# ---- block 1 ----
### Floorplan with the power grid, block 1

The bar under the picture is 20 um long. Pins as bars on the die edge. Tap cells in grey.
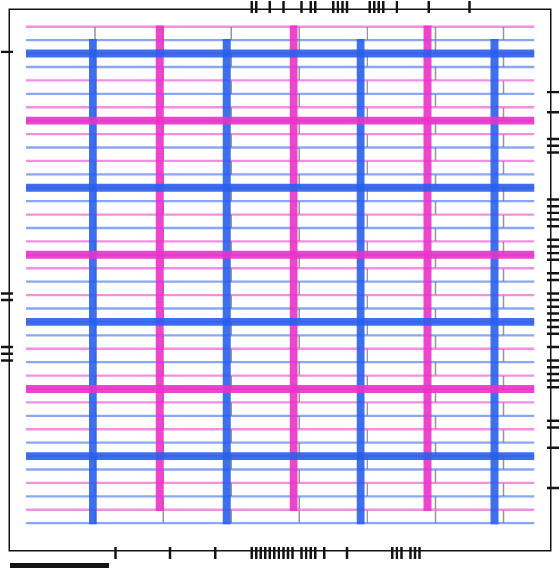

### src/rtl/seg7_pkg.sv
// seg7_pkg: shared constants and types for the capture/display block.
//   SEG_HEX  - active-low gfedcba patterns for hex digits 0..F
//   SEG_OFF  - all segments off
//   disp_state_t - display FSM states (IDLE, BLINK)
package seg7_pkg;

    localparam int unsigned SEG_W = 7;

    localparam logic [SEG_W-1:0] SEG_OFF = 7'h7F;

    localparam logic [SEG_W-1:0] SEG_HEX [16] = '{
        7'h40, 7'h79, 7'h24, 7'h30, 7'h19, 7'h12, 7'h02, 7'h78,
        7'h00, 7'h18, 7'h08, 7'h03, 7'h46, 7'h21, 7'h06, 7'h0E
    };

    typedef enum logic {
        IDLE  = 1'b0,
        BLINK = 1'b1
    } disp_state_t;

    // Width of a counter holding 0..v-1, never less than one bit.
    function automatic int unsigned cnt_w(input int unsigned v);
        return (v > 1) ? $clog2(v) : 1;
    endfunction

endpackage

### src/rtl/seg7_encode.sv
// seg7_encode: nibble to active-low 7-segment pattern.
//   nibble    - hex value 0..F
//   blank     - force all segments off
//   pattern_c - gfedcba, active low (combinational)
module seg7_encode
    import seg7_pkg::*;
(
    input  logic [3:0]       nibble,
    input  logic             blank,
    output logic [SEG_W-1:0] pattern_c
);

    assign pattern_c = blank ? SEG_OFF : SEG_HEX[nibble];

endmodule

### src/rtl/seg7_capture_display.sv
// seg7_capture_display: latches a DATA_W-bit word on a strobe and shows it
// in hex on NUM_DIGITS active-low 7-segment digits, with paging for wide
// words, capture hold/clear and a blink burst after each new capture.
// Optional macro SEG7_LZ_BLANK_EN enables leading-zero blanking per page.
//   sys_clk   - clock
//   rst       - asynchronous active-high reset
//   cap_valid - single-cycle capture strobe, cap_data the value to latch
//   hold      - ignore cap_valid while high
//   clear     - synchronous clear of capture, page and blink state
//   page_adv  - single-cycle pulse advancing the displayed page
//   seg_n     - digit i at [7i+6:7i], gfedcba, active low (registered)
//   page_idx  - current page (registered)
//   new_flag  - high while the blink burst runs (registered)
module seg7_capture_display
    import seg7_pkg::*;
#(
    parameter  int unsigned NUM_DIGITS   = 6,
    parameter  int unsigned DATA_W       = 32,
    parameter  int unsigned BLINK_HALF   = 12_500_000,
    parameter  int unsigned BLINK_HALVES = 4,
    localparam int unsigned NUM_NIB      = DATA_W / 4,
    localparam int unsigned NUM_PAGES    = (NUM_NIB + NUM_DIGITS - 1) / NUM_DIGITS,
    localparam int unsigned PW           = cnt_w(NUM_PAGES)
)(
    input  logic                        sys_clk,
    input  logic                        rst,
    input  logic                        cap_valid,
    input  logic [DATA_W-1:0]           cap_data,
    input  logic                        hold,
    input  logic                        clear,
    input  logic                        page_adv,
    output logic [SEG_W*NUM_DIGITS-1:0] seg_n,
    output logic [PW-1:0]               page_idx,
    output logic                        new_flag
);

    localparam int unsigned HCW   = cnt_w(BLINK_HALF);
    localparam int unsigned HVW   = $clog2(BLINK_HALVES + 1);
    localparam int unsigned PAD_W = 4 * NUM_PAGES * NUM_DIGITS;

    logic [DATA_W-1:0]           cap_reg;
    disp_state_t                 state;
    logic [HCW-1:0]              half_cnt;
    logic [HVW-1:0]              halves;
    logic                        capture_c;
    logic                        blink_off_c;
    logic [PAD_W-1:0]            padded_c;
    logic [SEG_W*NUM_DIGITS-1:0] seg_c;

    assign capture_c   = cap_valid & ~hold & ~clear;
    assign blink_off_c = (state == BLINK) & halves[0];
    // Zero-extend so every page slot has a nibble to select.
    assign padded_c    = PAD_W'(cap_reg);

    // Capture register and page pointer; clear beats capture beats page_adv.
    always_ff @(posedge sys_clk or posedge rst) begin
        if (rst) begin
            cap_reg  <= '0;
            page_idx <= '0;
        end else if (clear) begin
            cap_reg  <= '0;
            page_idx <= '0;
        end else if (capture_c) begin
            cap_reg  <= cap_data;
            page_idx <= '0;
        end else if (page_adv && (NUM_PAGES > 1)) begin
            if (page_idx == PW'(NUM_PAGES - 1)) begin
                page_idx <= '0;
            end else begin
                page_idx <= page_idx + PW'(1);
            end
        end
    end

    // Blink FSM: a burst of BLINK_HALVES half-periods, restarted by capture.
    always_ff @(posedge sys_clk or posedge rst) begin
        if (rst) begin
            state    <= IDLE;
            half_cnt <= '0;
            halves   <= '0;
            new_flag <= 1'b0;
        end else if (clear) begin
            state    <= IDLE;
            half_cnt <= '0;
            halves   <= '0;
            new_flag <= 1'b0;
        end else if (capture_c) begin
            state    <= BLINK;
            half_cnt <= '0;
            halves   <= '0;
            new_flag <= 1'b1;
        end else begin
            case (state)
                IDLE: begin
                    new_flag <= 1'b0;
                end
                BLINK: begin
                    if (half_cnt == HCW'(BLINK_HALF - 1)) begin
                        half_cnt <= '0;
                        // Last half-period ends the burst; counters return to 0.
                        if (halves == HVW'(BLINK_HALVES - 1)) begin
                            state    <= IDLE;
                            halves   <= '0;
                            new_flag <= 1'b0;
                        end else begin
                            halves <= halves + HVW'(1);
                        end
                    end else begin
                        half_cnt <= half_cnt + HCW'(1);
                    end
                end
                default: begin
                    state    <= IDLE;
                    new_flag <= 1'b0;
                end
            endcase
        end
    end

`ifdef SEG7_LZ_BLANK_EN
    // lz_chain[g] is high when digit g and every higher digit on the page are zero.
    logic [NUM_DIGITS:0] lz_chain;
    assign lz_chain[NUM_DIGITS] = 1'b1;
`endif

    // Per-digit nibble selection and encoding.
    for (genvar g = 0; g < NUM_DIGITS; g++) begin : g_digit
        logic [31:0] nib_idx;
        logic        in_range;
        logic [3:0]  nib;
        logic        lz_blank;

        assign nib_idx  = 32'(page_idx) * NUM_DIGITS + 32'(g);
        assign in_range = nib_idx < NUM_NIB;
        // Out-of-range slots read as zero, which also feeds the leading-zero rule.
        assign nib      = in_range ? 4'(padded_c >> (nib_idx * 4)) : 4'h0;

`ifdef SEG7_LZ_BLANK_EN
        assign lz_chain[g] = lz_chain[g+1] & (nib == 4'h0);
        assign lz_blank    = (g != 0) & lz_chain[g];
`else
        assign lz_blank    = 1'b0;
`endif

        seg7_encode u_encode (
            .nibble    (nib),
            .blank     (blink_off_c | ~in_range | lz_blank),
            .pattern_c (seg_c[SEG_W*g +: SEG_W])
        );
    end

    // Output segment register.
    always_ff @(posedge sys_clk or posedge rst) begin
        if (rst) begin
            seg_n <= '1;
        end else begin
            seg_n <= seg_c;
        end
    end

endmodule

### config.mk
export PLATFORM = sky130hd
export DESIGN_NAME = seg7_capture_display
export DESIGN_NICKNAME = d
export VERILOG_FILES = /design/src/rtl/seg7_pkg.sv /design/src/rtl/seg7_encode.sv /design/src/rtl/seg7_capture_display.sv
export SDC_FILE = /design/constraint.sdc
export NUM_CORES = 1
export LEC_CHECK = 0
export ABC_AREA = 1
export ABC_CLOCK_PERIOD_IN_PS = 4700
export CORE_MARGIN = 3
export CORE_UTILIZATION = 55
export DETAILED_ROUTE_END_ITERATION = 10
export GPL_TIMING_DRIVEN = 0
export PLACE_DENSITY = 0.79
export SLEW_MARGIN = 25
export SYNTH_ARGS = -nofsm -noshare
export SYNTH_HDL_FRONTEND = slang
export SYNTH_SLANG_ARGS = --single-unit
### constraint.sdc
create_clock -name sys_clk -period 4.7 [get_ports sys_clk]
set_input_delay 0.94 -clock sys_clk [delete_from_list [all_inputs] [get_ports sys_clk]]
set_output_delay 0.94 -clock sys_clk [all_outputs]
set_load 0.01 [all_outputs]
# ---- block 2 ----
File: src/rtl/pg_seq_ctrl.sv
// pg_seq_ctrl -- timebase sequencer and configuration front end for a bank
// of one-shot pulse channels.
//
// Ports:
//   i_clk, i_res          clock; synchronous active-high reset
//   i_wr_en/addr/data     host config write port (shadow registers)
//   i_start, i_stop       start / abort requests (single-cycle pulses)
//   i_trig                external trigger, already synchronous to i_clk
//   o_cnt                 shared timebase count
//   o_st, o_end           active start/end compare values, CW bits per channel
//   o_run, o_busy         timebase running / sequencer not idle
//   o_period_tick         last count of every period
//   o_done                one-cycle pulse when a burst completes
//
// Register map: 0x0 PERIOD, 0x1 BURST (0 = continuous), 0x2 CTRL[0] TRIG_EN,
// 0x8+2k ST[k], 0x9+2k END[k].

module pg_seq_regs #(
   parameter int CH_NUM = 4,
   parameter int CW     = 24
) (
   input  logic                 clk,
   input  logic                 res,
   input  logic                 wr_en,
   input  logic [3:0]           wr_addr,
   input  logic [CW-1:0]        wr_data,
   output logic [CW-1:0]        period,
   output logic [CW-1:0]        burst,
   output logic                 trig_en,
   output logic [CH_NUM*CW-1:0] st_val,
   output logic [CH_NUM*CW-1:0] end_val
);

   logic [CW-1:0] st_mem  [CH_NUM];
   logic [CW-1:0] end_mem [CH_NUM];

   always_ff @(posedge clk) begin
      if (res) begin
         period  <= CW'(1000);
         burst   <= '0;
         trig_en <= 1'b0;
         for (int k = 0; k < CH_NUM; k++) begin
            st_mem[k]  <= '0;
            end_mem[k] <= '0;
         end
      end else if (wr_en) begin
         case (wr_addr)
            4'h0:    period  <= wr_data;
            4'h1:    burst   <= wr_data;
            4'h2:    trig_en <= wr_data[0];
            default: ;
         endcase
         for (int k = 0; k < CH_NUM; k++) begin
            if (wr_addr == 4'(8 + 2 * k)) st_mem[k]  <= wr_data;
            if (wr_addr == 4'(9 + 2 * k)) end_mem[k] <= wr_data;
         end
      end
   end

   for (genvar k = 0; k < CH_NUM; k++) begin : g_flat
      assign st_val[k*CW +: CW]  = st_mem[k];
      assign end_val[k*CW +: CW] = end_mem[k];
   end

endmodule

// state | meaning
// IDLE  | stopped; o_cnt held at 0, active compare values held
// ARMED | started with TRIG_EN, waiting for i_trig
// RUN   | timebase counting 0..PERIOD-1, channels enabled
module pg_seq_ctrl #(
   parameter int CH_NUM = 4,
   parameter int CW     = 24
) (
   input  logic                 i_clk,
   input  logic                 i_res,
   input  logic                 i_wr_en,
   input  logic [3:0]           i_wr_addr,
   input  logic [CW-1:0]        i_wr_data,
   input  logic                 i_start,
   input  logic                 i_stop,
   input  logic                 i_trig,
   output logic [CW-1:0]        o_cnt,
   output logic [CH_NUM*CW-1:0] o_st,
   output logic [CH_NUM*CW-1:0] o_end,
   output logic                 o_run,
   output logic                 o_busy,
   output logic                 o_period_tick,
   output logic                 o_done
);

   typedef enum logic [1:0] {IDLE, ARMED, RUN} state_t;

   state_t               state, state_nxt;
   logic [CW-1:0]        period_sh, burst_sh, period_act, burst_rem;
   logic                 trig_en_sh;
   logic [CH_NUM*CW-1:0] st_sh, end_sh;
   logic                 arm, load, tc, done_nxt;

   pg_seq_regs #(.CH_NUM(CH_NUM), .CW(CW)) u_regs (
      .clk     (i_clk),
      .res     (i_res),
      .wr_en   (i_wr_en),
      .wr_addr (i_wr_addr),
      .wr_data (i_wr_data),
      .period  (period_sh),
      .burst   (burst_sh),
      .trig_en (trig_en_sh),
      .st_val  (st_sh),
      .end_val (end_sh)
   );

   // period_act is never below 2 while running, so PERIOD-1 cannot underflow
   assign tc            = (state == RUN) && (o_cnt == period_act - CW'(1));
   assign o_run         = (state == RUN);
   assign o_busy        = (state != IDLE);
   assign o_period_tick = tc;

   always_comb begin
      state_nxt = state;
      arm       = 1'b0;
      load      = 1'b0;
      done_nxt  = 1'b0;
      case (state)
         IDLE: begin
            if (i_start && !i_stop) begin
               arm = 1'b1;
               if (trig_en_sh) begin
                  state_nxt = ARMED;
               end else begin
                  state_nxt = RUN;
                  load      = 1'b1;
               end
            end
         end
         ARMED: begin
            if (i_stop) begin
               state_nxt = IDLE;
            end else if (i_trig) begin
               state_nxt = RUN;
               load      = 1'b1;
            end
         end
         RUN: begin
            if (i_stop) begin
               state_nxt = IDLE;
            end else if (tc) begin
               // burst_rem == 0 means continuous; it never reaches 1 then
               if (burst_rem == CW'(1)) begin
                  state_nxt = IDLE;
                  done_nxt  = 1'b1;
               end else begin
                  load = 1'b1;
               end
            end
         end
         default: state_nxt = IDLE;
      endcase
   end

   always_ff @(posedge i_clk) begin
      if (i_res) begin
         state      <= IDLE;
         o_cnt      <= '0;
         o_done     <= 1'b0;
         period_act <= '0;
         burst_rem  <= '0;
         o_st       <= '0;
         o_end      <= '0;
      end else begin
         state  <= state_nxt;
         o_done <= done_nxt;
         if (state == RUN && state_nxt == RUN && !tc) o_cnt <= o_cnt + CW'(1);
         else                                         o_cnt <= '0;
         // remaining-periods down-counter; terminal count 1 ends the burst
         if (arm)                                        burst_rem <= burst_sh;
         else if (tc && !i_stop && burst_rem != '0)      burst_rem <= burst_rem - CW'(1);
         // shadow values are read before any same-cycle write lands
         if (load) begin
            period_act <= (period_sh < CW'(2)) ? CW'(2) : period_sh;
            o_st       <= st_sh;
            o_end      <= end_sh;
         end
      end
   end

endmodule
File: config.mk
export PLATFORM = sky130hd
export DESIGN_NAME = pg_seq_ctrl
export DESIGN_NICKNAME = d
export VERILOG_FILES = /design/src/rtl/pg_seq_ctrl.sv
export SDC_FILE = /design/constraint.sdc
export NUM_CORES = 1
export LEC_CHECK = 0
export ABC_AREA = 1
export CORE_UTILIZATION = 44
export DETAILED_ROUTE_END_ITERATION = 8
export PLACE_DENSITY_LB_ADDON = 0.3
export SETUP_SLACK_MARGIN = 0.5
export SLEW_MARGIN = 5
export SYNTH_ARGS = -nofsm -noshare
export SYNTH_HDL_FRONTEND = slang
export SYNTH_SLANG_ARGS = --single-unit
File: constraint.sdc
create_clock -name i_clk -period 2.9 [get_ports i_clk]
set_clock_uncertainty 0.2 [all_clocks]
set_input_delay 0.435 -clock i_clk [delete_from_list [all_inputs] [get_ports i_clk]]
set_output_delay 0.435 -clock i_clk [all_outputs]
set_load 0.01 [all_outputs]
# ---- block 3 ----
**src/rtl/shift_operand_stage.sv**
```systemverilog
`default_nettype none
// ============================================================================
// Module      : shift_operand_stage
// Description : ID/EX pipeline register for shift instructions. Decodes the
//               shift opcode, resolves rs/rt through EX/MEM and MEM/WB
//               forwarding at capture time, and drives registered amount,
//               value and mode straight into the EX-stage barrel shifter.
//               While stalled, held operands keep tracking the retiring
//               producers so they never go stale.
// Revision    : 1.0 - initial release
// ============================================================================
module shift_operand_stage #(
    parameter int DATA_W  = 32,
    parameter int SHAMT_W = 5,
    parameter int RADDR_W = 5
) (
    input  logic               clk,
    input  logic               rst,
    input  logic               id_valid,
    input  logic [2:0]         id_op,
    input  logic [SHAMT_W-1:0] id_shamt,
    input  logic [RADDR_W-1:0] id_rs_addr,
    input  logic [DATA_W-1:0]  id_rs_val,
    input  logic [RADDR_W-1:0] id_rt_addr,
    input  logic [DATA_W-1:0]  id_rt_val,
    input  logic [RADDR_W-1:0] id_rd_addr,
    input  logic               exm_wen,
    input  logic [RADDR_W-1:0] exm_waddr,
    input  logic [DATA_W-1:0]  exm_wdata,
    input  logic               mwb_wen,
    input  logic [RADDR_W-1:0] mwb_waddr,
    input  logic [DATA_W-1:0]  mwb_wdata,
    input  logic               stall,
    input  logic               flush,
    output logic [SHAMT_W-1:0] sh_a,
    output logic [DATA_W-1:0]  sh_b,
    output logic [1:0]         sh_aluc,
    output logic               sh_zero_amt,
    output logic               ex_valid,
    output logic [RADDR_W-1:0] ex_rd_addr,
    output logic               illegal_op
);

    // Opcode encodings from the decoder
    localparam logic [2:0] c_OP_SLL  = 3'b000;
    localparam logic [2:0] c_OP_SRL  = 3'b001;
    localparam logic [2:0] c_OP_SRA  = 3'b010;
    localparam logic [2:0] c_OP_SLLV = 3'b100;
    localparam logic [2:0] c_OP_SRLV = 3'b101;
    localparam logic [2:0] c_OP_SRAV = 3'b110;

    // Barrel shifter mode encodings
    localparam logic [1:0] c_ALUC_SRA = 2'b00;
    localparam logic [1:0] c_ALUC_SRL = 2'b01;
    localparam logic [1:0] c_ALUC_SLL = 2'b10;

    localparam logic [RADDR_W-1:0] c_ADDR_ZERO = '0;

    // ------------------------------------------------------------------
    // Stage state
    // ------------------------------------------------------------------
    logic               r_valid;
    logic [SHAMT_W-1:0] r_sh_a;
    logic [DATA_W-1:0]  r_sh_b;
    logic [1:0]         r_aluc;
    logic               r_zero_amt;
    logic [RADDR_W-1:0] r_rd_addr;
    logic               r_illegal;
    logic [RADDR_W-1:0] r_rs_addr;
    logic [RADDR_W-1:0] r_rt_addr;
    logic               r_var;

    // Decode
    logic               w_legal;
    logic               w_var;
    logic [1:0]         w_aluc;

    // Capture-time forwarding
    logic               w_rs_exm_hit;
    logic               w_rs_mwb_hit;
    logic               w_rt_exm_hit;
    logic               w_rt_mwb_hit;
    logic [DATA_W-1:0]  w_rs_fwd;
    logic [DATA_W-1:0]  w_rt_fwd;
    logic [SHAMT_W-1:0] w_ld_sh_a;

    // Stall-time refresh of held operands
    logic               w_hrs_exm_hit;
    logic               w_hrs_mwb_hit;
    logic               w_hrt_exm_hit;
    logic               w_hrt_mwb_hit;
    logic [SHAMT_W-1:0] w_ref_sh_a;
    logic [DATA_W-1:0]  w_ref_sh_b;

    // Next state
    logic               w_nxt_valid;
    logic [SHAMT_W-1:0] w_nxt_sh_a;
    logic [DATA_W-1:0]  w_nxt_sh_b;
    logic [1:0]         w_nxt_aluc;
    logic               w_nxt_zero_amt;
    logic [RADDR_W-1:0] w_nxt_rd_addr;
    logic               w_nxt_illegal;
    logic [RADDR_W-1:0] w_nxt_rs_addr;
    logic [RADDR_W-1:0] w_nxt_rt_addr;
    logic               w_nxt_var;

    // Decode the opcode into legality, variable-amount flag and shifter mode
    always_comb begin
        w_legal = 1'b0;
        w_var   = 1'b0;
        w_aluc  = c_ALUC_SLL;
        case (id_op)
            c_OP_SLL:  begin w_legal = 1'b1; w_var = 1'b0; w_aluc = c_ALUC_SLL; end
            c_OP_SRL:  begin w_legal = 1'b1; w_var = 1'b0; w_aluc = c_ALUC_SRL; end
            c_OP_SRA:  begin w_legal = 1'b1; w_var = 1'b0; w_aluc = c_ALUC_SRA; end
            c_OP_SLLV: begin w_legal = 1'b1; w_var = 1'b1; w_aluc = c_ALUC_SLL; end
            c_OP_SRLV: begin w_legal = 1'b1; w_var = 1'b1; w_aluc = c_ALUC_SRL; end
            c_OP_SRAV: begin w_legal = 1'b1; w_var = 1'b1; w_aluc = c_ALUC_SRA; end
            default:   begin w_legal = 1'b0; w_var = 1'b0; w_aluc = c_ALUC_SLL; end
        endcase
    end

    // Match ID source addresses against in-flight writers ($0 never forwards)
    always_comb begin
        w_rs_exm_hit = (id_rs_addr != c_ADDR_ZERO) && exm_wen && (exm_waddr == id_rs_addr);
        w_rs_mwb_hit = (id_rs_addr != c_ADDR_ZERO) && mwb_wen && (mwb_waddr == id_rs_addr);
        w_rt_exm_hit = (id_rt_addr != c_ADDR_ZERO) && exm_wen && (exm_waddr == id_rt_addr);
        w_rt_mwb_hit = (id_rt_addr != c_ADDR_ZERO) && mwb_wen && (mwb_waddr == id_rt_addr);
    end

    // Select forwarded source values; the younger EX/MEM result wins
    always_comb begin
        w_rs_fwd = id_rs_val;
        if (w_rs_exm_hit) begin
            w_rs_fwd = exm_wdata;
        end else if (w_rs_mwb_hit) begin
            w_rs_fwd = mwb_wdata;
        end

        w_rt_fwd = id_rt_val;
        if (w_rt_exm_hit) begin
            w_rt_fwd = exm_wdata;
        end else if (w_rt_mwb_hit) begin
            w_rt_fwd = mwb_wdata;
        end

        // Variable shifts take only the low rs bits as the amount
        w_ld_sh_a = w_var ? w_rs_fwd[SHAMT_W-1:0] : id_shamt;
    end

    // Match held source addresses against writers retiring during a stall
    always_comb begin
        w_hrs_exm_hit = r_valid && (r_rs_addr != c_ADDR_ZERO) && exm_wen && (exm_waddr == r_rs_addr);
        w_hrs_mwb_hit = r_valid && (r_rs_addr != c_ADDR_ZERO) && mwb_wen && (mwb_waddr == r_rs_addr);
        w_hrt_exm_hit = r_valid && (r_rt_addr != c_ADDR_ZERO) && exm_wen && (exm_waddr == r_rt_addr);
        w_hrt_mwb_hit = r_valid && (r_rt_addr != c_ADDR_ZERO) && mwb_wen && (mwb_waddr == r_rt_addr);
    end

    // Refreshed operand values; fixed shifts keep their immediate amount
    always_comb begin
        w_ref_sh_b = r_sh_b;
        if (w_hrt_exm_hit) begin
            w_ref_sh_b = exm_wdata;
        end else if (w_hrt_mwb_hit) begin
            w_ref_sh_b = mwb_wdata;
        end

        w_ref_sh_a = r_sh_a;
        if (r_var) begin
            if (w_hrs_exm_hit) begin
                w_ref_sh_a = exm_wdata[SHAMT_W-1:0];
            end else if (w_hrs_mwb_hit) begin
                w_ref_sh_a = mwb_wdata[SHAMT_W-1:0];
            end
        end
    end

    // Next-state selection: flush > stall > load (reset handled in the register)
    always_comb begin
        // Bubble by default
        w_nxt_valid    = 1'b0;
        w_nxt_sh_a     = '0;
        w_nxt_sh_b     = '0;
        w_nxt_aluc     = c_ALUC_SLL;
        w_nxt_zero_amt = 1'b1;
        w_nxt_rd_addr  = '0;
        w_nxt_illegal  = 1'b0;
        w_nxt_rs_addr  = '0;
        w_nxt_rt_addr  = '0;
        w_nxt_var      = 1'b0;

        if (flush) begin
            // keep the bubble defaults
            w_nxt_valid = 1'b0;
        end else if (stall) begin
            w_nxt_valid    = r_valid;
            w_nxt_sh_a     = w_ref_sh_a;
            w_nxt_sh_b     = w_ref_sh_b;
            w_nxt_aluc     = r_aluc;
            w_nxt_zero_amt = (w_ref_sh_a == '0);
            w_nxt_rd_addr  = r_rd_addr;
            w_nxt_illegal  = 1'b0;
            w_nxt_rs_addr  = r_rs_addr;
            w_nxt_rt_addr  = r_rt_addr;
            w_nxt_var      = r_var;
        end else if (id_valid && w_legal) begin
            w_nxt_valid    = 1'b1;
            w_nxt_sh_a     = w_ld_sh_a;
            w_nxt_sh_b     = w_rt_fwd;
            w_nxt_aluc     = w_aluc;
            w_nxt_zero_amt = (w_ld_sh_a == '0);
            w_nxt_rd_addr  = id_rd_addr;
            w_nxt_illegal  = 1'b0;
            w_nxt_rs_addr  = id_rs_addr;
            w_nxt_rt_addr  = id_rt_addr;
            w_nxt_var      = w_var;
        end else begin
            // Idle or illegal: bubble, flagging only a real illegal opcode
            w_nxt_illegal = id_valid && !w_legal;
        end
    end

    // Stage register with synchronous reset into the bubble state
    always_ff @(posedge clk) begin
        if (rst) begin
            r_valid    <= 1'b0;
            r_sh_a     <= '0;
            r_sh_b     <= '0;
            r_aluc     <= c_ALUC_SLL;
            r_zero_amt <= 1'b1;
            r_rd_addr  <= '0;
            r_illegal  <= 1'b0;
            r_rs_addr  <= '0;
            r_rt_addr  <= '0;
            r_var      <= 1'b0;
        end else begin
            r_valid    <= w_nxt_valid;
            r_sh_a     <= w_nxt_sh_a;
            r_sh_b     <= w_nxt_sh_b;
            r_aluc     <= w_nxt_aluc;
            r_zero_amt <= w_nxt_zero_amt;
            r_rd_addr  <= w_nxt_rd_addr;
            r_illegal  <= w_nxt_illegal;
            r_rs_addr  <= w_nxt_rs_addr;
            r_rt_addr  <= w_nxt_rt_addr;
            r_var      <= w_nxt_var;
        end
    end

    assign sh_a        = r_sh_a;
    assign sh_b        = r_sh_b;
    assign sh_aluc     = r_aluc;
    assign sh_zero_amt = r_zero_amt;
    assign ex_valid    = r_valid;
    assign ex_rd_addr  = r_rd_addr;
    assign illegal_op  = r_illegal;

endmodule
`default_nettype wire

```
**config.mk**
```make
export PLATFORM = sky130hd
export DESIGN_NAME = shift_operand_stage
export DESIGN_NICKNAME = d
export VERILOG_FILES = /design/src/rtl/shift_operand_stage.sv
export SDC_FILE = /design/constraint.sdc
export NUM_CORES = 1
export LEC_CHECK = 0
export CAP_MARGIN = 5
export CORE_ASPECT_RATIO = 1.25
export CORE_MARGIN = 2
export CORE_UTILIZATION = 41
export CTS_CLUSTER_DIAMETER = 150
export CTS_CLUSTER_SIZE = 16
export DETAILED_ROUTE_END_ITERATION = 8
export HOLD_SLACK_MARGIN = 0.12
export PLACE_DENSITY = 0.83
export SLEW_MARGIN = 0
export SYNTH_ARGS = -nofsm -noshare
export SYNTH_HDL_FRONTEND = slang
export SYNTH_SLANG_ARGS = --single-unit
export TNS_END_PERCENT = 1
```
**constraint.sdc**
```tcl
create_clock -name clk -period 2.79 [get_ports clk]
set_input_delay 0.4185 -clock clk [delete_from_list [all_inputs] [get_ports clk]]
set_output_delay 0.4185 -clock clk [all_outputs]
set_load 0.1 [all_outputs]
```
### Placed standard cells, block 2

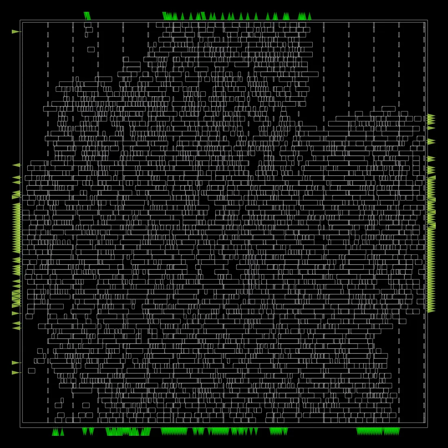
count of inserted tapcells: 664
sequential cell count: 508

### Placement by cell class, block 2

Fill, decap, tap and diode cells in grey.
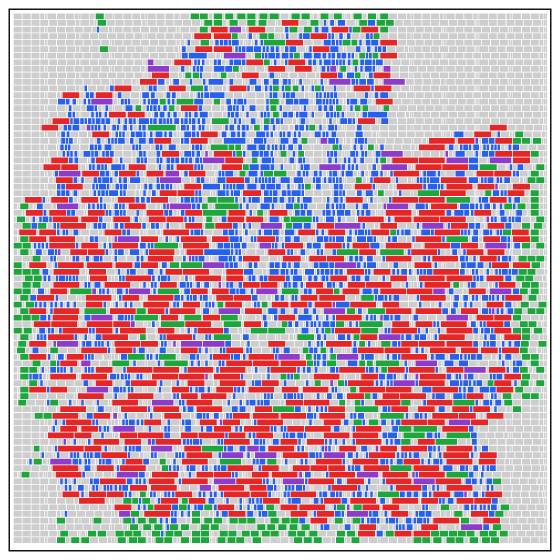
class	colour	cells	share of their area
flip-flops	red	508	43%
other buffers and delay cells	green	410	17%
clock drivers and dummy loads	purple	99	5.9%
all other logic	blue	1,872	34%
row count: 81
final core area utilization: 59.0%

==> summary.txt, block 2 <==
Quick summary of the implementation run below.

The CTS buffer count is around 53. The checks that failed: negative setup slack. The worst setup margin came out at -0.0845 ns.

The sum of met2 wire segment lengths after detailed routing came out at 32,900 um. The internal cell power came out at between 10,000 and 15,000 uW. After synthesis, the mean cell area works out to between 8 and 9 um^2. The final antenna-violating net count is 0.

Summed over all combinational cells, the power is about 2600 uW. The diode insertion count for antenna repair came out at 0. The routed via count came out at 18,700. The maximum fanout encountered on the critical timing path is 18. The synthesis stats list as the most numerous cell sky130_fd_sc_hd__nor2_1.

The run finished, with violations left. Along the worst hold path, the cell count comes to 2. The DRC violations left is 0. The final setup violation count came out at 117.
block 2: cells by family (layout without fill, tap and decap cells):
kind of cell | Yosys count | after routing | share of synthesized area [%]
AND/OR/NAND/NOR | 1548 | 1548 | 32.7
flip-flops | 508 | 508 | 55.6
buffers and inverters | 269 | 632 | 5.81
AND-OR/OR-AND | 142 | 142 | 3.39
XOR/XNOR | 55 | 55 | 2.28
adder cells (fa/ha/maj) | 4 | 4 | 0.230
block 2: sequential cells by signal, summed over array words and instances (netlist names):
register and flops:
burst_rem 24, o_cnt 24, o_done 1, o_end 96, o_st 96, period_act 24, state 2, u_regs.burst 24
u_regs.end_mem 96, u_regs.period 24, u_regs.st_mem 96, u_regs.trig_en 1
block 2: area by class of cell:
cell class / count / area (um^2)
clock buffer: 80 / 1490
inverter: 120 / 494
fill: 4253 / 20000
timing repair buffer: 410 / 4630
clock inverter: 19 / 168
timing repair inverter: 3 / 38.8
sequential: 508 / 12100
tap: 664 / 831
multi-input combinational: 1749 / 9070
block 2: repair_timing:
item / CTS / global route
cloned: 8 / 24
endpoints found under the setup margin: 268 / 270
gates resized: 83 / 138
buffers inserted: 9 / 10
pin swaps: 16 / 42
hold buffers: 0 / 0
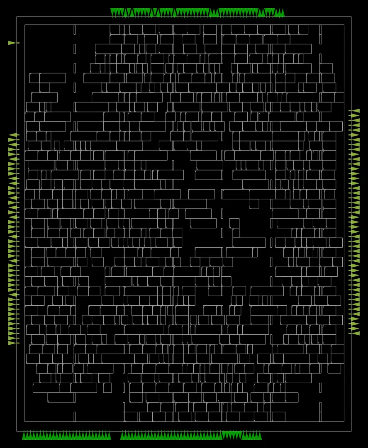
*Placed standard cells, block 3*
standard cell core area: 10,000 um^2
non-filler cells, final: 871

### Placement by cell class, block 3

Fill, decap, tap and diode cells in grey.
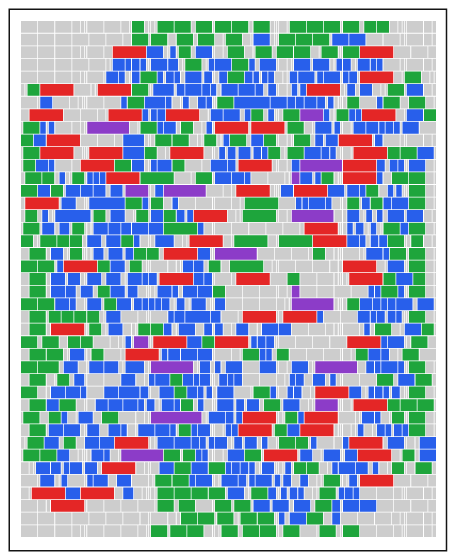
class	colour	cells	share of their area
other buffers and delay cells	green	228	33%
all other logic	blue	440	44%
clock drivers and dummy loads	purple	16	4.9%
flip-flops	red	58	18%
post-route standard cell area excluding fillers: 6650 um^2
final core area utilization: 66.5%
row count: 41
sequential share of cell area: 17.5%

==> summary.txt, block 3 <==
Quick summary of the implementation run below.

The flow ran to the end, and the final reports show no timing, DRC or antenna violations. Setup repair after global routing left no endpoint under its margin. Global routing finished with a remaining overflow of 0. The area added between synthesis and finish came out at 60.0%. At the worst endpoint, the required time is between 3 and 4 ns. The latest clock arrival within the worst-skew pair came out at about 0.33 ns.

The total wirelength of the detailed-routed design is around 15,000 um. The layout has 5 inverters outside the clock class. The number of hold buffers added after CTS came out at 0. Before placement the cells fill approximately 42% of the core.

The total leakage power is approximately 0.0024 uW. Detailed placement ended at an HPWL of around 11,000 um. The number of buffers added for setup after CTS came out at 2. By instance count after routing, the leading logic cell types are 139 x sky130_fd_sc_hd__clkdlybuf4s50_1, 96 x sky130_fd_sc_hd__nor2_1, 81 x sky130_fd_sc_hd__buf_4, 69 x sky130_fd_sc_hd__mux2i_1, 58 x sky130_fd_sc_hd__dfxtp_1. The worst hold path stage count came out at 2.

After synthesis, the cell types taking the most area are sky130_fd_sc_hd__dfxtp_1 28%, sky130_fd_sc_hd__mux2i_1 17%, sky130_fd_sc_hd__nor2_1 8.8%. For reference, the critical path cell chain is clkdlybuf4s50_1, xor2_1, or4_4, or2_4, and2_4, a221o_1, a2111oi_2, a31oi_1, o21ai_1.
## block 3: report_power, final
part           switching, uW  internal [uW]
Sequential              16.2            855
Clock                    385            762
Combinational            433            351
Total                    834           1970
## block 3: flip-flops by register name, indices dropped and copies added, names as in the netlist, 2 cells and up
signal,cells
ex_rd_addr,5
r_rs_addr,5
r_rt_addr,5
sh_a,5
sh_aluc,2
sh_b,32
## block 3: metal layers
metal  track usage (%)  share of wire (%)  routed length (um)  vias up
li1                  -                  -                   -     2326
met1              28.6                 38                5630     2222
met2              50.0                 53                7820      186
met3              6.58                7.0                1040       31
met4              8.99                2.2                 327        0
met5                 0                  0                   0        -
## block 3: cells by family (layout without fill, tap and decap cells)
group	count (synthesis)	count (layout)	share of synthesized area, %
xor gates and xnor gates	40	40	8.43
muxes	69	69	16.6
DFF	58	58	28.0
and+or+nand+nor	175	176	18.6
adders and majority gates	4	4	1.20
buffers and inverters	51	249	4.88
AOI/OAI and AO/OA	146	146	22.3
## block 3: worst min-delay path: stages, from the launching register on
cell	delay, ns
sky130_fd_sc_hd__dfxtp_1	0.33
sky130_fd_sc_hd__o21ai_0	0.08
sky130_fd_sc_hd__nand2_1	0.06
### Placed standard cells, block 1

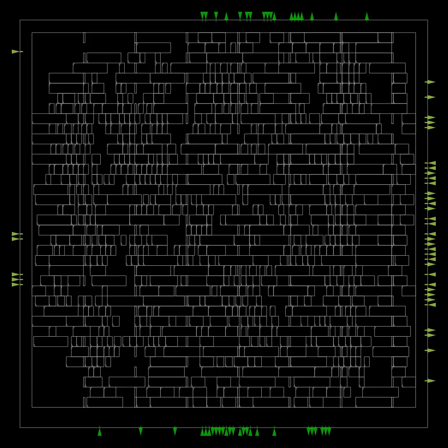
sequential share of cell area: 37.5%
standard cell core area: 10,400 um^2
row count: 37
count of inserted tapcells: 136
sequential cell count: 104

Notes on 'Floorplan with the power grid' of block 1 above:
net	colour
VSS	blue
VDD	magenta
met1 rails	38
met4 straps	7
die height: 109 um
width of the chip: 109 um
maximum ir drop on the vdd rail: 0.173 mV

==> summary.txt, block 1 <==
Quick summary of the implementation run below.

The flow ran to the end, and the final reports show no timing, DRC or antenna violations. The area fraction of the dominant cell type after synthesis is between 20% and 30%. The slew of the pin with the lowest slew margin is approximately 0.54 ns.

The post-synthesis compound-gate area fraction came out at 11.3%. The diode insertion count for antenna repair came out at 0. The multiplexer area fraction after synthesis is 0%. The post-synthesis xor/xnor area fraction came out at approximately 1.6%. The most used flip-flop cell after synthesis is sky130_fd_sc_hd__dfrtp_1. The final-layout setup total negative slack is 0 ns. By count the netlist is led by 168 x sky130_fd_sc_hd__nand2_1, 81 x sky130_fd_sc_hd__inv_1, 75 x sky130_fd_sc_hd__nand3_1.

The number of buffers added for setup after CTS came out at 0. The area taken by flip-flops and latches came out at around 2700 um^2. The tally of clock buffers in the finished layout came out at 10.

Measured on the finished design, the core utilization comes to between 60% and 70%. Multi-input combinational cells in the finished layout were counted as just over 500. Multi-input gates account for 39.1% of the area. The number of buffer and inverter stages on the critical path came out at 1.

The share of the clock period used by the worst path after layout came out at roughly half. The number of filler cells placed in the layout came out at 851. The share of final-layout standard cells stronger than drive strength 1 is a little over an eighth. In the final routed layout, each cell accounts on average for 15.1 um. The clock input transition at the sequential cells of the worst setup and hold paths came out at around 0.09 ns.

After legalization and detailed placement, the total HPWL measured roughly 11,000 um. The count of port buffers added during placement is ~81. The report lists the cells along the critical path as clkdlybuf4s50_1. The number of max-slew violations in the final report came out at 0.

The analysis attributes to cell leakage a power of 0.00318 uW.
## block 1: report_power, final
group / internal, uW / switching [uW]
sequential: 1060 / 37.5
clock: 244 / 305
combinational: 287 / 349
## block 1: path summary, 6_finish.rpt
path,slack [ns],from,endpoint
setup / recovery,2.31,seg_n[21],seg_n[21]
hold / removal,0.49,cap_reg[0],cap_reg[0]
setup reg to reg,2.48,page_idx,seg_n[35]
hold reg to reg,0.49,cap_reg[0],cap_reg[0]
max in group asynchronous,3.12,rst,seg_n[1]
min in group asynchronous,0.89,rst,half_cnt[1]
## block 1: through the flow
| stage | power [uW] | hold WS [ns] | std cells | area (um^2) |
|---|---|---|---|---|
| floorplan | 1450 | 0.451 | 718 | 5890 |
| global placement | 1720 | 0.466 | 935 | 6870 |
| detailed placement | 1750 | 0.468 | 936 | 6900 |
| CTS | 2290 | 0.495 | 952 | 7090 |
| global route | 2410 | 0.524 | 952 | 7090 |
| finish | 2280 | 0.489 | 952 | 7090 |
## block 1: per-layer routing
metal	up-vias	share of wire (%)	track usage, %
met5	-	0	0
met4	0	2.4	9.62
met3	30	5.4	2.99
met2	160	50	43.2
met1	2520	42	33.0
li1	2525	-	-

==> screenshots <==
Wire density map.
Plate I
The die is cut into 19 by 23 equal tiles; dark blue is low, red is high, scaled to the fullest tile. Values are wire area over tile area, all layers added.
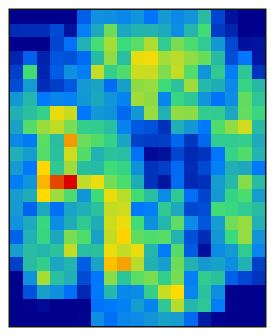
Plate II
The die is cut into 22 by 22 equal tiles; dark blue is low, red is high, scaled to the fullest tile. Values are wire area over tile area, all layers added.
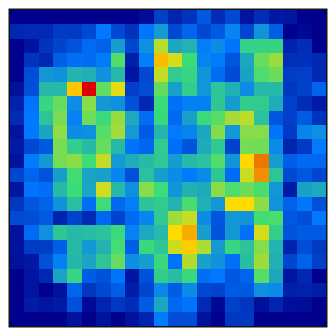
Plate III
The die is cut into 22 by 22 equal tiles; dark blue is low, red is high, scaled to the fullest tile. Values are wire area over tile area, all layers added.
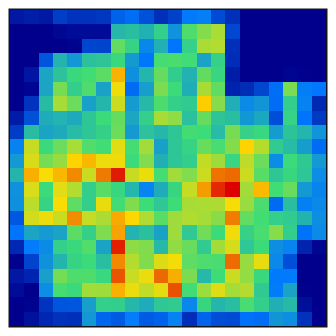
Block 1 is Plate II.
Block 3 is Plate I.
Block 2 is Plate III.


# ---- block 4 ----
### Wire density map, block 4

The die is cut into 9 by 9 equal tiles; dark blue is low, red is high, scaled to the fullest tile. Values are wire area over tile area, all layers added.
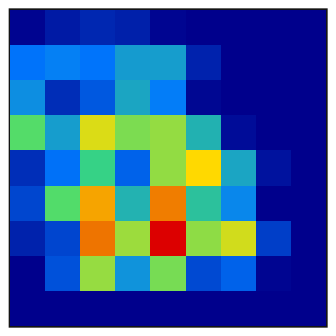

[config.mk]
export PLATFORM = sky130hd
export DESIGN_NAME = enable_rst
export DESIGN_NICKNAME = d
export VERILOG_FILES = /design/src/rtl/enable_rst.sv
export SDC_FILE = /design/constraint.sdc
export NUM_CORES = 1
export LEC_CHECK = 0
export ABC_AREA = 1
export CORE_MARGIN = 2
export CORE_UTILIZATION = 33
export CTS_CLUSTER_DIAMETER = 150
export DETAILED_ROUTE_END_ITERATION = 10
export GPL_TIMING_DRIVEN = 0
export PLACE_DENSITY = 0.54
export SYNTH_ARGS = -nofsm -noshare
export SYNTH_HDL_FRONTEND = slang
export SYNTH_SLANG_ARGS = --single-unit
[constraint.sdc]
create_clock -name CLK -period 1.4 [get_ports CLK]
set_clock_uncertainty 0.05 [all_clocks]
set_input_delay 0.21 -clock CLK [delete_from_list [all_inputs] [get_ports CLK]]
set_output_delay 0.21 -clock CLK [all_outputs]
set_load 0.005 [all_outputs]
[src/rtl/enable_rst.sv]
// Restart-request conditioner: synchronizes and debounces a raw restart line and
// emits one fixed-length registered restart pulse per debounced rising press.
module enable_rst #(
  parameter int unsigned DEBOUNCE_CYCLES = 1,
  parameter int unsigned PULSE_CYCLES    = 1
) (
  input  logic CLK,
  input  logic RST,
  input  logic IN,
  output logic restart
);

  localparam int unsigned CW = $clog2(DEBOUNCE_CYCLES + 1);
  localparam logic [CW-1:0] CNT_MAX   = CW'(DEBOUNCE_CYCLES - 1);
  localparam logic [7:0]    PULSE_MAX = 8'(PULSE_CYCLES - 1);

  typedef enum logic {IDLE, PULSE} state_t;

  logic          s1, s2;
  logic          stable;
  logic [CW-1:0] cnt;
  logic          accept;
  logic          rise;

  state_t        state, state_d;
  logic [7:0]    pcnt, pcnt_d;
  logic          restart_d;

  // Two-flop synchronizer; only s2 is allowed to reach the rest of the logic.
  always_ff @(posedge CLK) begin
    if (RST) begin
      s1 <= 1'b0;
      s2 <= 1'b0;
    end else begin
      s1 <= IN;
      s2 <= s1;
    end
  end

  // A change is accepted on the edge where the count has reached its limit,
  // so the pulse FSM can react on that very same edge.
  assign accept = (s2 != stable) && (cnt == CNT_MAX);
  assign rise   = accept && s2;

  always_ff @(posedge CLK) begin
    if (RST) begin
      stable <= 1'b0;
      cnt    <= '0;
    end else if (s2 == stable) begin
      cnt    <= '0;
    end else if (accept) begin
      stable <= s2;
      cnt    <= '0;
    end else begin
      cnt    <= cnt + CW'(1);
    end
  end

  always_comb begin
    state_d   = state;
    pcnt_d    = pcnt;
    restart_d = 1'b0;
    case (state)
      IDLE: begin
        if (rise) begin
          state_d   = PULSE;
          pcnt_d    = PULSE_MAX;
          restart_d = 1'b1;
        end
      end
      PULSE: begin
        // Presses arriving here are dropped: no re-trigger, no extension.
        if (pcnt == 8'd0) begin
          state_d = IDLE;
        end else begin
          pcnt_d    = pcnt - 8'd1;
          restart_d = 1'b1;
        end
      end
      default: state_d = IDLE;
    endcase
  end

  always_ff @(posedge CLK) begin
    if (RST) begin
      state   <= IDLE;
      pcnt    <= 8'd0;
      restart <= 1'b0;
    end else begin
      state   <= state_d;
      pcnt    <= pcnt_d;
      restart <= restart_d;
    end
  end

endmodule

# ---- block 5 ----
===== src/rtl/led7_scan_ctrl.sv =====
// led7_scan_ctrl: time-multiplexed 7-segment digit scanner with a per-digit value store.
// Each digit is driven for PRESCALE cycles, followed by BLANK_CYCLES cycles of dead time.
module led7_scan_ctrl #(
    parameter int DIGITS       = 6,
    parameter int PRESCALE     = 1000,
    parameter int BLANK_CYCLES = 4
) (
    input  logic                      clk,
    input  logic                      rst_n,
    input  logic                      enable,
    input  logic                      wr_en,
    input  logic [$clog2(DIGITS)-1:0] wr_addr,
    input  logic [3:0]                wr_data,
    input  logic [DIGITS-1:0]         blank_mask,
    output logic [DIGITS-1:0]         dig_sel,
    output logic [3:0]                dig_code,
    output logic                      frame_done
);
    localparam int AW = $clog2(DIGITS);
    localparam int CW = $clog2((PRESCALE > BLANK_CYCLES ? PRESCALE : BLANK_CYCLES) + 1);

    typedef enum logic [1:0] {IDLE, SHOW, BLANK} state_t;

    state_t            state_q, state_d;
    logic [AW-1:0]     idx_q, idx_d;
    logic [CW-1:0]     cnt_q, cnt_d;
    logic [DIGITS-1:0] sel_q, sel_d;
    logic [3:0]        code_q, code_d;
    logic              done_q, done_d;
    logic              ready_q;
    logic              enter;
    logic [3:0]        store_q [DIGITS];
    logic [3:0]        store_d [DIGITS];

    always_comb begin
        store_d = store_q;
        if (wr_en && wr_addr <= AW'(DIGITS - 1))
            store_d[wr_addr] = wr_data;
        state_d = state_q;
        idx_d   = idx_q;
        cnt_d   = cnt_q;
        sel_d   = sel_q;
        code_d  = code_q;
        enter   = 1'b0;
        if (!enable) begin
            state_d = IDLE;
            idx_d   = '0;
            cnt_d   = '0;
            sel_d   = '0;
        end else begin
            case (state_q)
                IDLE: begin
                    // ready_q delays the first scan by one edge after reset release
                    if (ready_q) begin
                        state_d = SHOW;
                        idx_d   = '0;
                        cnt_d   = '0;
                        enter   = 1'b1;
                    end
                end
                SHOW: begin
                    state_d = cnt_q == CW'(PRESCALE - 1) ? BLANK : SHOW;
                    cnt_d   = cnt_q == CW'(PRESCALE - 1) ? '0 : cnt_q + 1'b1;
                    sel_d   = cnt_q == CW'(PRESCALE - 1) ? '0 : sel_q;
                end
                BLANK: begin
                    if (cnt_q == CW'(BLANK_CYCLES - 1)) begin
                        state_d = SHOW;
                        cnt_d   = '0;
                        idx_d   = idx_q == AW'(DIGITS - 1) ? '0 : idx_q + 1'b1;
                        enter   = 1'b1;
                    end else begin
                        cnt_d = cnt_q + 1'b1;
                    end
                end
                default: state_d = IDLE;
            endcase
        end
        // value and mask are captured once per slot, so later writes wait for the next visit
        if (enter) begin
            code_d = store_q[idx_d];
            sel_d  = blank_mask[idx_d] ? '0 : DIGITS'(1) << idx_d;
        end
        done_d = state_d == BLANK && cnt_d == CW'(BLANK_CYCLES - 1) && idx_q == AW'(DIGITS - 1);
    end

    always_ff @(posedge clk or negedge rst_n) begin
        if (!rst_n) begin
            state_q <= IDLE;
            idx_q   <= '0;
            cnt_q   <= '0;
            sel_q   <= '0;
            code_q  <= '0;
            done_q  <= 1'b0;
            ready_q <= 1'b0;
            store_q <= '{default: '0};
        end else begin
            state_q <= state_d;
            idx_q   <= idx_d;
            cnt_q   <= cnt_d;
            sel_q   <= sel_d;
            code_q  <= code_d;
            done_q  <= done_d;
            ready_q <= 1'b1;
            store_q <= store_d;
        end
    end

    assign dig_sel    = sel_q;
    assign dig_code   = code_q;
    assign frame_done = done_q;
endmodule

===== config.mk =====
export PLATFORM = sky130hd
export DESIGN_NAME = led7_scan_ctrl
export DESIGN_NICKNAME = d
export VERILOG_FILES = /design/src/rtl/led7_scan_ctrl.sv
export SDC_FILE = /design/constraint.sdc
export NUM_CORES = 1
export LEC_CHECK = 0
export CAP_MARGIN = 20
export CORE_MARGIN = 3
export CORE_UTILIZATION = 60
export CTS_BUF_LIST = sky130_fd_sc_hd__clkbuf_16
export DETAILED_ROUTE_END_ITERATION = 8
export GPL_ROUTABILITY_DRIVEN = 0
export PLACE_DENSITY = 0.83
export SLEW_MARGIN = 15
export SYNTH_ARGS = -nofsm -noshare
export SYNTH_HDL_FRONTEND = slang
export SYNTH_SLANG_ARGS = --single-unit

===== constraint.sdc =====
create_clock -name clk -period 4.55 [get_ports clk]
set_clock_uncertainty 0.2 [all_clocks]
set_input_delay 0.455 -clock clk [delete_from_list [all_inputs] [get_ports clk]]
set_output_delay 0.455 -clock clk [all_outputs]
set_load 0.02 [all_outputs]

### I/O nets highlighted, block 5

The bar under the picture is 20 um long.
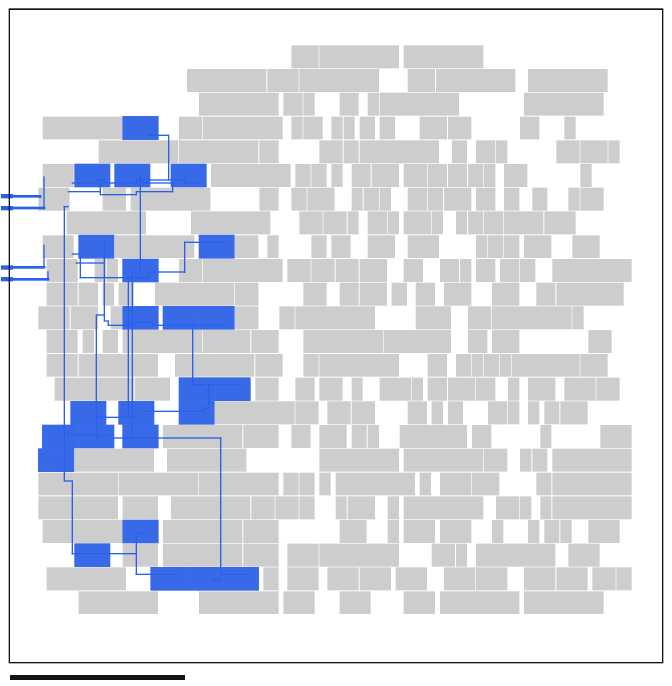
port	colour	bits	direction	end cells	wire
wr_data	blue	4	input	24	301 um
I/O pin count: 28
PortBufs: 27

==> summary.txt, block 5 <==
Quick summary of the implementation run below.

The number of buffer and inverter stages on the critical path came out at 0. Post-synth the commonest register cell is sky130_fd_sc_hd__dfrtp_1. For this block, the initial DRC count from the detailed router was between 150 and 200. In this run the static leakage power is 0.00131 uW.

Overall routing resource usage recorded by global route was about a quarter. The netlist area before placement is between 2000 and 3000 um^2. The initialized floorplan defines 24 standard-cell rows. Per the synth stats, the proportion of register bits with asynchronous set or reset is 100%. TritonCTS built the clock tree. The slew of the pin with the lowest slew margin came out at ~0.97 ns. The aggregate global routing overflow is 0. Across the run, the number of max-cap violations was 0. The DRC violations left is 0. Looking at the global route congestion table, the highest-usage layer is met2. Cells with a size suffix above 1 make up 19.7% of the layout. The synthesized netlist was found by Yosys to have 272 cells. The utilization after layout is about three quarters. The run finished with clean final reports. Of the combinational cells, the family taking the most area is simple AND/OR/NAND/NOR gates. The diode insertion count for antenna repair is 0. The detail route stage leaves a number of antenna-violating nets equal to 0. The area fraction of the dominant cell type after synthesis is approximately 45%. The capturing element type of the critical path is a flop.

Sorting the Yosys area breakdown by cell type puts at the top sky130_fd_sc_hd__dfrtp_1. The maximum clock insertion buffer count came out at 2. The count of nets after finishing came out at around 320. The number of buffers added for setup after CTS is 0. The total power is approximately 1100 uW. The area added between synthesis and finish came out at 15.5%.
## block 5: area by class of cell
type	instances	area [um^2]	share of cell area (%)
multi-input cells	202	1470	45.0
clock buffers	5	125	3.82
flip-flops and latches	51	1280	39.0
inverters	10	37.5	1.15
well taps	52	65.1	1.99
clock inverters	3	23.8	0.726
repair buffers	28	273	8.33
## block 5: worst max-delay path by stage
stage	start	endpoint	slack, ns	cells after the start
finish	cnt_q[0]	dig_code[0]	1.62	7
global route	cnt_q[0]	dig_code[1]	1.36	7
CTS	cnt_q[3]	dig_code[0]	1.64	6
detailed placement	enable	dig_code[0]	1.63	6
global placement	enable	dig_code[0]	1.64	6
floorplan	cnt_q[0]	dig_code[3]	2.07	8
## block 5: sequential cells by signal (all words and copies together), names as in the netlist
register    flops
store_q        24
cnt_q          10
dig_sel         6
dig_code        4
idx_q           3
state_q         2
frame_done      1
ready_q         1
## block 5: where the power goes
| part | leakage (uW) | internal [uW] | total, uW | switching (uW) |
|---|---|---|---|---|
| logic | 0.000587 | 94.6 | 170 | 75.5 |
| registers | 0.000655 | 512 | 549 | 37.5 |
| clock network | 0.0000664 | 206 | 375 | 169 |
### Placement by cell class, block 4

Fill, decap, tap and diode cells in grey.
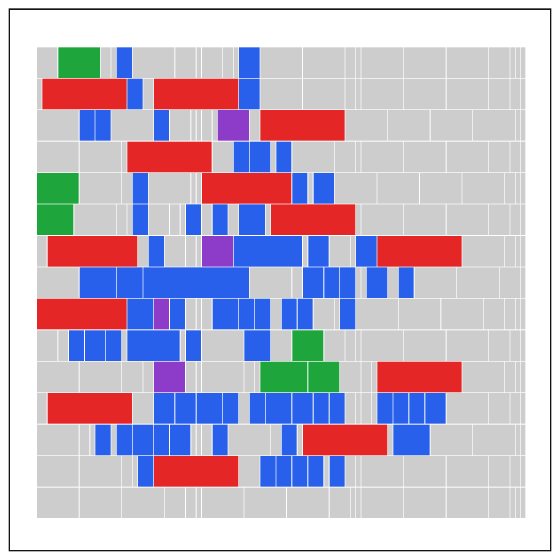
class	colour	cells	share of their area
flip-flops	red	13	38%
all other logic	blue	70	50%
clock drivers and dummy loads	purple	4	3.8%
other buffers and delay cells	green	6	7.9%
final core area utilization: 42.2%
standard cell core area: 1730 um^2

### I/O nets highlighted, block 4

The bar under the picture is 10 um long.
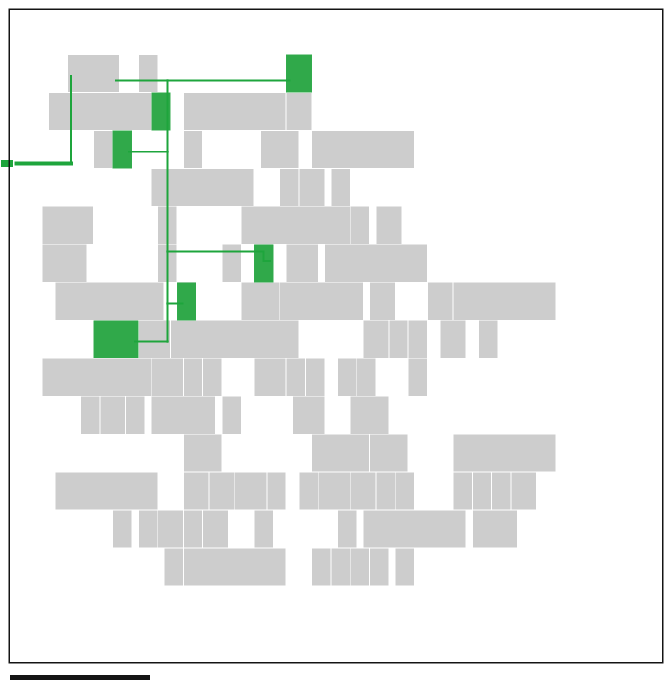
port	colour	bits	direction	end cells	wire
RST	green	1	input	6	55.5 um
I/O pin count: 4
PortBufs: 3

Notes on 'Wire density map' of block 4 above:
emptiest ninth of the die	upper right
mean over tiles	0.081
densest ninth of the die	centre
tiles over half the peak	20%
routed vias: 503
final routed wirelength across all metal layers: 1120 um
all-layer global routing usage: 12.3%
average wire length per cell after detail routing: 9.50 um

==> summary.txt, block 4 <==
Quick summary of the implementation run below.

The adder-cell share of the synthesized area is under 10%. The critical path crosses 7 cells after its start point. Detailed placement ended at an HPWL of between 700 and 800 um.

The switching share of power is roughly 26%. The number of logic gates came out at 56. The floorplan row count is 15. The global-route wire length before repair came out at ~1800 um.

Leaving out fill and tap cells, the most frequent cell in the layout is sky130_fd_sc_hd__nand2_1. The count of H-tree levels built during CTS came out at 1. The hold path startpoint is s1. For this run, the script counts the antenna cells in the layout as 0.

The portion of the layout cell area used by non-clock buffers is 7.56%. The met3 track demand over resource is roughly 3.5%. The DRC violations left came out at 0. The number of buffers other than clock buffers in the final layout is 6. The post-synthesis xor/xnor area fraction is 0%. The worst hold path stage count came out at 2. The sum of met2 wire segment lengths after detailed routing is about 470 um. The clock power share came out at between 30% and 40%. The critical path goes through inv_4, ha_4, nand2_2, o21ai_4, buf_4, or2_2, a21oi_2. The flow ran to the end, and the final reports show no timing, DRC or antenna violations. The clock root buffer is sky130_fd_sc_hd__clkbuf_4. The count of warning messages emitted by the tools came out at 27. The count of routing violations after the opening detailed-route iteration came out at 19. The sequential element share of the synthesized area is between 40% and 50%.

Combinational logic burns between 10% and 20% of the power. The highest metal layer with signal wires is met4. The flow inserted 25 tap cells. The critical path launch point type is a flop. In this run the maximum-capacitance check reported violations numbering 0.

The total of warnings raised by yosys is 0. The layer flagged by global routing as most heavily used is met1. For met1 alone, demand over resource in global routing was 17.5%. The simple-gate area share of the yosys netlist is 30.6%. The area taken by flip-flops and latches came out at 264 um^2. The cell class contributing the biggest share of worst-path delay is simple AND/OR/NAND/NOR gates. The most critical setup path has its startpoint at pcnt[0]. The worst slack after detailed placement is -0.0620 ns. The highest attainable clock frequency came out at approximately 750 MHz.

The area added between synthesis and finish came out at 21.0%.
==> block 4: cell usage after synthesis <==
cell and n:
sky130_fd_sc_hd__a21oi_1 6, sky130_fd_sc_hd__a21oi_2 1, sky130_fd_sc_hd__buf_6 1, sky130_fd_sc_hd__conb_1 1, sky130_fd_sc_hd__dfxtp_1 13, sky130_fd_sc_hd__ha_1 2
sky130_fd_sc_hd__inv_1 13, sky130_fd_sc_hd__inv_2 1, sky130_fd_sc_hd__nand2_1 17, sky130_fd_sc_hd__nand2_2 2, sky130_fd_sc_hd__nand3_1 5, sky130_fd_sc_hd__nor2_1 13
sky130_fd_sc_hd__nor2_2 1, sky130_fd_sc_hd__nor3_1 3, sky130_fd_sc_hd__o21ai_0 2, sky130_fd_sc_hd__o21ai_4 1, sky130_fd_sc_hd__or2_1 1, sky130_fd_sc_hd__or2_2 1
==> block 4: stage by stage <==
step                      total power [uW]  hold slack [ns]  TNS (ns)  instances
final                                  709            0.357         0        118
after detailed placement               476            0.350    -0.255        112
after floorplan                        455            0.222         0         84
after global routing                   750            0.376  -0.00305        118
after global placement                 474            0.341   -0.0540        112
after CTS                              711            0.361         0        116


==> screenshots <==
Floorplan with the power grid.
panel A
The bar under the picture is 10 um long. Pins as bars on the die edge. Tap cells in grey.
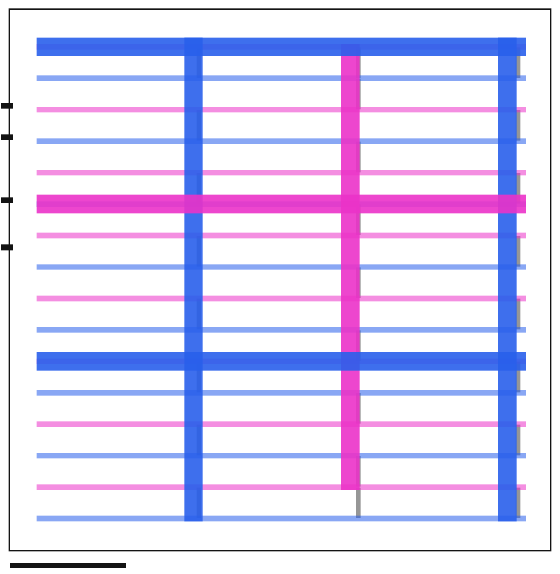
panel B
The bar under the picture is 20 um long. Pins as bars on the die edge. Tap cells in grey.
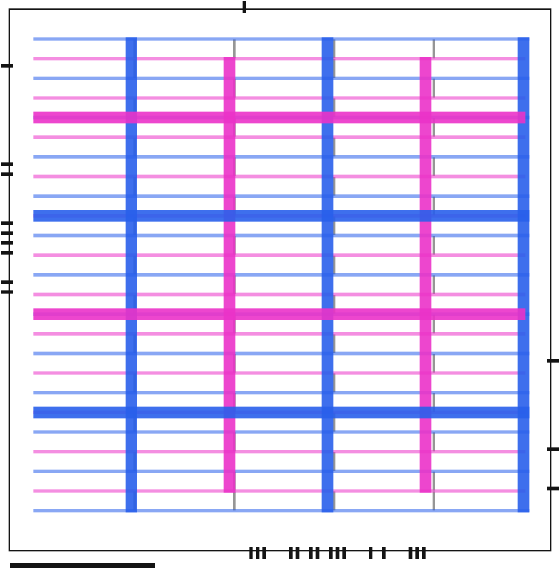
panel C
The bar under the picture is 50 um long. Pins as bars on the die edge. Tap cells in grey.
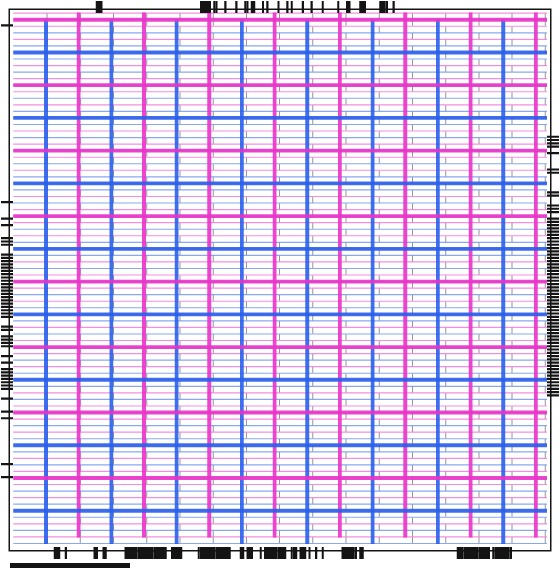
panel D
The bar under the picture is 20 um long. Pins as bars on the die edge. Tap cells in grey.
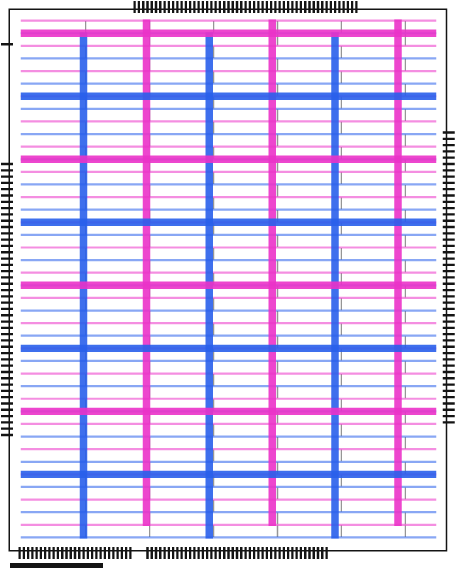
panel C -> block 2
panel A -> block 4
panel B -> block 5
panel D -> block 3
Of these, most pins: panel C
Of these, fewest pins: panel A

Power is estimated from default activity; no workload was simulated.
